######## design 1 ########
File: config.mk
export PLATFORM = sky130hd
export DESIGN_NAME = comb_unit_scheduler
export DESIGN_NICKNAME = d
export VERILOG_FILES = /design/src/rtl/comb_unit_scheduler.sv
export SDC_FILE = /design/constraint.sdc
export NUM_CORES = 1
export LEC_CHECK = 0
export CORE_ASPECT_RATIO = 1.5
export CORE_MARGIN = 1
export CORE_UTILIZATION = 42
export CTS_CLUSTER_DIAMETER = 100
export DETAILED_ROUTE_END_ITERATION = 6
export MAX_ROUTING_LAYER = met4
export PLACE_DENSITY = 0.84
export SYNTH_ARGS = -nofsm -noshare
export SYNTH_HDL_FRONTEND = slang
export SYNTH_SLANG_ARGS = --single-unit
export TNS_END_PERCENT = 5
File: constraint.sdc
create_clock -name clk -period 1.8 [get_ports clk]
set_input_delay 0.18 -clock clk [delete_from_list [all_inputs] [get_ports clk]]
set_output_delay 0.18 -clock clk [all_outputs]
set_load 0.02 [all_outputs]
File: src/rtl/comb_unit_scheduler.sv
// Round-robin arbiter that lends one shared multi-mode combinational unit to three requesters,
// holds the operands for a settle window, captures the result and returns it over valid/ready.
module comb_unit_scheduler #(
  parameter int unsigned SETTLE_CYCLES = 2,
  parameter int unsigned RES_W         = 8
) (
  input  logic             clk,
  input  logic             rst_n,
  input  logic [2:0]       req_valid,
  input  logic [11:0]      req_op,
  output logic [2:0]       req_ready,
  output logic             cc_en,
  output logic [1:0]       cc_mode,
  output logic [3:0]       cc_op,
  input  logic [RES_W-1:0] cc_res,
  output logic             rsp_valid,
  input  logic             rsp_ready,
  output logic [1:0]       rsp_id,
  output logic [RES_W-1:0] rsp_data,
  output logic             busy,
  output logic [15:0]      txn_cnt
);

  typedef enum logic [1:0] {IDLE, SETTLE, CAPTURE, RESP} state_t;

  localparam logic [3:0] CNT_LOAD = 4'(SETTLE_CYCLES - 1);

  state_t           state_q, state_d;
  logic [1:0]       rr_ptr_q, rr_ptr_d;
  logic [3:0]       cnt_q, cnt_d;
  logic             cc_en_q, cc_en_d;
  logic [1:0]       cc_mode_q, cc_mode_d;
  logic [3:0]       cc_op_q, cc_op_d;
  logic             rsp_valid_q, rsp_valid_d;
  logic [1:0]       rsp_id_q, rsp_id_d;
  logic [RES_W-1:0] rsp_data_q, rsp_data_d;
  logic [15:0]      txn_cnt_q;
  logic             done;

  logic [1:0] p0, p1, p2, gid;
  logic       gvld;
  logic [3:0] gop;

  function automatic logic [1:0] rr_next(input logic [1:0] p);
    return (p == 2'd2) ? 2'd0 : p + 2'd1;
  endfunction

  // Search order starts at the round-robin pointer; the pointer only ever holds 0..2.
  always_comb begin
    p0   = rr_ptr_q;
    p1   = rr_next(p0);
    p2   = rr_next(p1);
    gvld = 1'b1;
    gid  = p0;
    if (req_valid[p0])      gid = p0;
    else if (req_valid[p1]) gid = p1;
    else if (req_valid[p2]) gid = p2;
    else                    gvld = 1'b0;
    gop = req_op[{gid, 2'b00} +: 4];
  end

  assign req_ready = (gvld && state_q == IDLE && rst_n) ? (3'b001 << gid) : 3'b000;
  assign done      = (state_q == RESP) && rsp_ready;

  always_comb begin
    state_d     = state_q;
    rr_ptr_d    = rr_ptr_q;
    cnt_d       = cnt_q;
    cc_en_d     = cc_en_q;
    cc_mode_d   = cc_mode_q;
    cc_op_d     = cc_op_q;
    rsp_valid_d = rsp_valid_q;
    rsp_id_d    = rsp_id_q;
    rsp_data_d  = rsp_data_q;
    case (state_q)
      IDLE: begin
        if (gvld) begin
          cc_en_d   = 1'b1;
          cc_mode_d = gid;
          cc_op_d   = gop;
          cnt_d     = CNT_LOAD;
          state_d   = SETTLE;
        end
      end
      SETTLE: begin
        if (cnt_q == 4'd0) state_d = CAPTURE;
        else               cnt_d   = cnt_q - 4'd1;
      end
      CAPTURE: begin
        rsp_data_d  = cc_res;
        rsp_id_d    = cc_mode_q;
        rsp_valid_d = 1'b1;
        state_d     = RESP;
      end
      RESP: begin
        if (rsp_ready) begin
          rsp_valid_d = 1'b0;
          cc_en_d     = 1'b0;
          cc_mode_d   = 2'd0;
          cc_op_d     = 4'd0;
          rr_ptr_d    = rr_next(cc_mode_q);
          state_d     = IDLE;
        end
      end
      default: state_d = IDLE;
    endcase
  end

  always_ff @(posedge clk or negedge rst_n) begin
    if (!rst_n) begin
      state_q     <= IDLE;
      rr_ptr_q    <= 2'd0;
      cnt_q       <= 4'd0;
      cc_en_q     <= 1'b0;
      cc_mode_q   <= 2'd0;
      cc_op_q     <= 4'd0;
      rsp_valid_q <= 1'b0;
      rsp_id_q    <= 2'd0;
      rsp_data_q  <= '0;
    end else begin
      state_q     <= state_d;
      rr_ptr_q    <= rr_ptr_d;
      cnt_q       <= cnt_d;
      cc_en_q     <= cc_en_d;
      cc_mode_q   <= cc_mode_d;
      cc_op_q     <= cc_op_d;
      rsp_valid_q <= rsp_valid_d;
      rsp_id_q    <= rsp_id_d;
      rsp_data_q  <= rsp_data_d;
    end
  end

  // Completed-response counter wraps naturally at 16 bits.
  always_ff @(posedge clk or negedge rst_n) begin
    if (!rst_n)    txn_cnt_q <= 16'd0;
    else if (done) txn_cnt_q <= txn_cnt_q + 16'd1;
  end

  assign cc_en     = cc_en_q;
  assign cc_mode   = cc_mode_q;
  assign cc_op     = cc_op_q;
  assign rsp_valid = rsp_valid_q;
  assign rsp_id    = rsp_id_q;
  assign rsp_data  = rsp_data_q;
  assign busy      = (state_q != IDLE);
  assign txn_cnt   = txn_cnt_q;

endmodule

######## design 2 ########
**config.mk**
```make
export PLATFORM = sky130hd
export DESIGN_NAME = mult32_ctrl
export DESIGN_NICKNAME = d
export VERILOG_FILES = /design/src/rtl/mult32_ctrl_pkg.sv /design/src/rtl/mult32_ctrl.sv
export SDC_FILE = /design/constraint.sdc
export NUM_CORES = 1
export LEC_CHECK = 0
export ABC_AREA = 1
export CAP_MARGIN = 20
export CELL_PAD_IN_SITES_DETAIL_PLACEMENT = 0
export CELL_PAD_IN_SITES_GLOBAL_PLACEMENT = 1
export CORE_UTILIZATION = 28
export DETAILED_ROUTE_END_ITERATION = 8
export PLACE_DENSITY_LB_ADDON = 0.1
export SLEW_MARGIN = 0
export SYNTH_ARGS = -nofsm -noshare
export SYNTH_HDL_FRONTEND = slang
export SYNTH_SLANG_ARGS = --single-unit
export TNS_END_PERCENT = 5
```
**constraint.sdc**
```tcl
create_clock -name clk -period 1.7 [get_ports clk]
set_clock_uncertainty 0.05 [all_clocks]
set_input_delay 0.17 -clock clk [delete_from_list [all_inputs] [get_ports clk]]
set_output_delay 0.17 -clock clk [all_outputs]
set_load 0.01 [all_outputs]
```
**src/rtl/mult32_ctrl_pkg.sv**
```systemverilog
// Shared definitions for the shift-add multiplier controller: state encodings
// and the default operand width.
package mult32_ctrl_pkg;

  localparam int WIDTH_DEF = 32;

  typedef enum logic [2:0] {
    S_IDLE  = 3'd0,
    S_LOAD  = 3'd1,
    S_TEST  = 3'd2,
    S_ADD   = 3'd3,
    S_SHIFT = 3'd4,
    S_DONE  = 3'd5
  } state_e;

endpackage

```
**src/rtl/mult32_ctrl.sv**
```systemverilog
// Sequencing FSM for the shift-add multiplier datapath: issues load/add/shift/write
// strobes for WIDTH iterations and reports completion with a one-cycle done pulse.
module mult32_ctrl
  import mult32_ctrl_pkg::*;
#(
  parameter int WIDTH = WIDTH_DEF,
  parameter int CNT_W = $clog2(WIDTH)
) (
  input  logic             clk,
  input  logic             reset,
  input  logic             start,
  input  logic             abort,
  input  logic             mplr_lsb,
  output logic             ready,
  output logic             busy,
  output logic             load,
  output logic             add_en,
  output logic             shift_en,
  output logic             write_en,
  output logic             done,
  output logic [CNT_W-1:0] iter_cnt
);

  localparam logic [CNT_W-1:0] LastIter = CNT_W'(WIDTH - 1);

  state_e           state_q, state_d;
  logic [CNT_W-1:0] cnt_q, cnt_d;

  always_ff @(posedge clk) begin
    if (reset) begin
      state_q <= S_IDLE;
      cnt_q   <= '0;
    end else begin
      state_q <= state_d;
      cnt_q   <= cnt_d;
    end
  end

  always_comb begin
    state_d  = state_q;
    cnt_d    = cnt_q;
    ready    = 1'b0;
    busy     = 1'b0;
    load     = 1'b0;
    add_en   = 1'b0;
    shift_en = 1'b0;
    write_en = 1'b0;
    done     = 1'b0;

    case (state_q)
      S_IDLE: begin
        ready = 1'b1;
        if (start && !abort) state_d = S_LOAD;
      end
      S_LOAD: begin
        busy    = 1'b1;
        load    = 1'b1;
        cnt_d   = '0;
        state_d = S_TEST;
      end
      S_TEST: begin
        busy    = 1'b1;
        state_d = mplr_lsb ? S_ADD : S_SHIFT;
      end
      S_ADD: begin
        busy    = 1'b1;
        add_en  = 1'b1;
        state_d = S_SHIFT;
      end
      S_SHIFT: begin
        busy     = 1'b1;
        shift_en = 1'b1;
        // Explicit wrap keeps iter_cnt at zero after the last iteration for any WIDTH.
        if (cnt_q == LastIter) begin
          cnt_d   = '0;
          state_d = S_DONE;
        end else begin
          cnt_d   = cnt_q + CNT_W'(1);
          state_d = S_TEST;
        end
      end
      S_DONE: begin
        busy     = 1'b1;
        write_en = 1'b1;
        done     = 1'b1;
        state_d  = S_IDLE;
      end
      default: begin
        state_d = S_IDLE;
        cnt_d   = '0;
      end
    endcase

    if (abort && (state_q != S_IDLE)) begin
      state_d = S_IDLE;
      cnt_d   = '0;
    end
  end

  assign iter_cnt = cnt_q;

endmodule

```
Fig. 1: design 1, track usage over the die
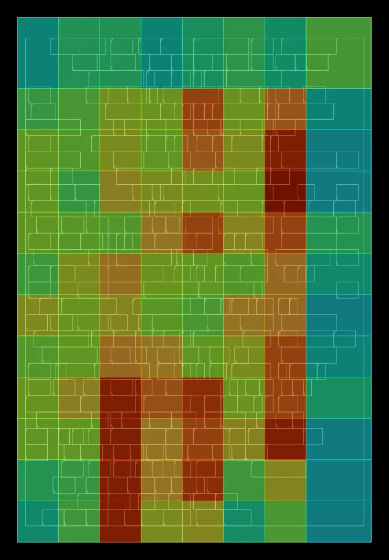
Util after Layout: 66.4%
met1 Track Usage GR: 23.2%
busiest grt layer: met2

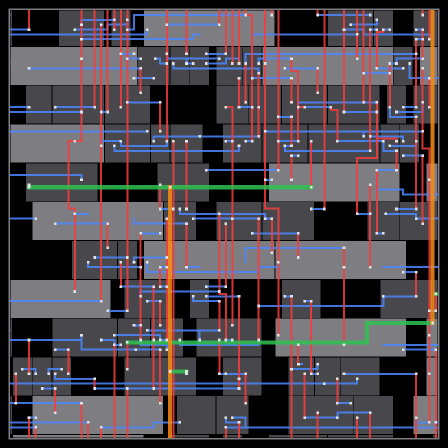
Fig. 2. Close-up of the layout (design 1).
Window x 15 to 45, y 46 to 76 um. Cells in gray, sequential cells in the stronger gray; small squares are vias.
legend:
  blue:
    layer: M1
  red:
    layer: M2
  green:
    layer: M3
  orange:
    layer: M4
netlist names of flops here include: txn_cnt (10), state_q (1)
most frequent: nand2_1 (12), dfrtp_1 (11), xnor2_1 (8)
cells with their middle in the window: 68
sequential cells in the window: 11

==> run_results.csv, design 1 <==
group,metric,value,unit
outcome,outcome,"finished, final reports clean",
cells_and_area,inverters,9,
routing,route.antenna.remaining_nets,0,
yosys,ys_sh_mux,8.44,%
yosys,top_logic_kind,"simple AND/OR/NAND/NOR gates",
floorplanning,nWellTaps,64,
cells_and_area,nClkBuffers,6,
final_timing,clock_skew,0.00369,ns
yosys,async_flop_share,100,%
power,p_clk_share,13.8,%
power,power_frac_comb,52.9,%
cells_and_area,buffers,89,
routing,routedWlPerCell,14.1,um
power,power_leakage,1.38,nW
yosys,yosysChipArea,2060,um2
yosys,ys_seq_share,51.0,%
yosys,fp_nets,214,
yosys,yosys_cells,181,
floorplanning,initCoreUtil,44.6,%
cells_and_area,logic_area,980,um2
worst_setup_path,end_kind,"output pin",
yosys,simple_gate_area_share,15.0,%
floorplanning,die_width,59.2,um
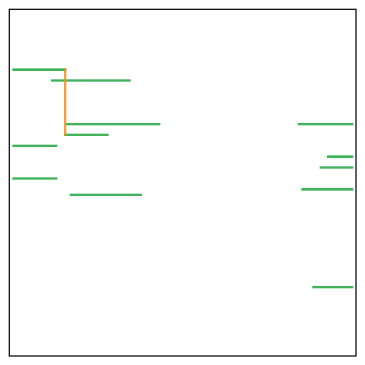
Fig. 3. Routed metal, one color a layer (design 2).
(8 px per um) Two of the layers only.
legend:
  green:
    layer: M3
    wire_length: 76.8 um
  orange:
    layer: M4
    wire_length: 8.20 um

==> run_results.csv, design 2 <==
group,metric,value,unit
placement,dp_hpwl,897,um
yosys,netlist.top_cell.by_area,"dfxtp_1",
flow_run,warnings,26,
cells_and_area,drive_above_1_share,15.8,%
yosys,common_cells,"nand2_1, inv_1, dfxtp_1, nand3_1, a21oi_1",
clock_tree,ctsResizeCount,3,
cells_and_area,clock_area_share,3.23,%
cells_and_area,design_area,698,um2
cells_and_area,dominant_cells,"multi-input combinational cells",
clock_tree,clk_pin_slew_worst_paths,0.05,ns
min_path,hold_path_class,"register to register",
cells_and_area,comb_cells,50,
worst_setup_path,r2r-end,"state_q[1]$_SDFFE_PP0P_",
yosys,yosys_cells,74,
outcome,outcome,"finished, final reports clean",
min_path,whs_path_depth,2,
global_route,antenna_found_initial,0,
cells_and_area,buffers,19,
worst_setup_path,worstSetupPathType,"register to output pin",
yosys,yosysMostFrequentCell,"nand2_1",
worst_setup_path,cp.required,1.48,ns
worst_setup_path,startpoint_type,"register",
power,power_frac_comb,46.0,%
floorplanning,initCoreUtil,30.8,%
final_timing,slew_headroom,83.5,%
final_timing,worst_pin_slew,0.247,ns
final_timing,hold_viol_final,0,


==> layout pictures side by side <==
Selected gate families.
panel A
(12 px per um)
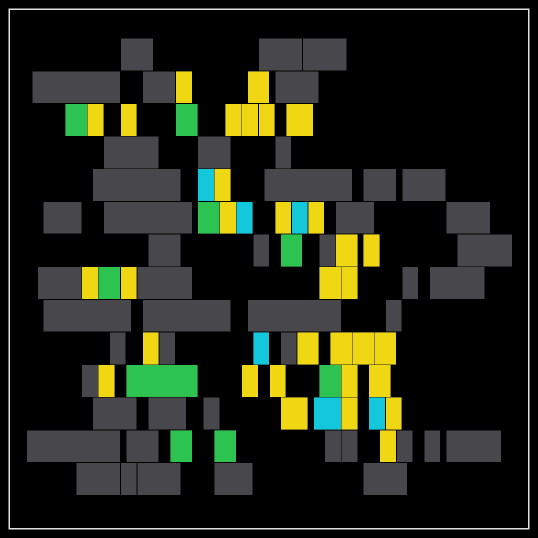
panel B
(6 px per um)
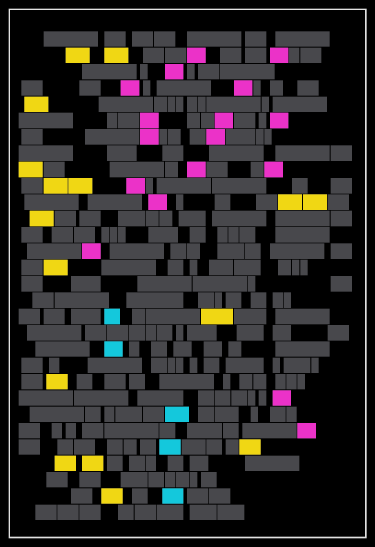
- most cells: panel B
Design 1 is panel B.
Design 2 is panel A.

Key to panel B:
legend:
  yellow:
    family: mux cells
    cells: 16
    where: widely spread
  magenta:
    family: xor and xnor cells
    cells: 17
  cyan:
    family: non-inverting ao/oa cells
    cells: 5
    where: south

Power and IR drop assume default switching activity.
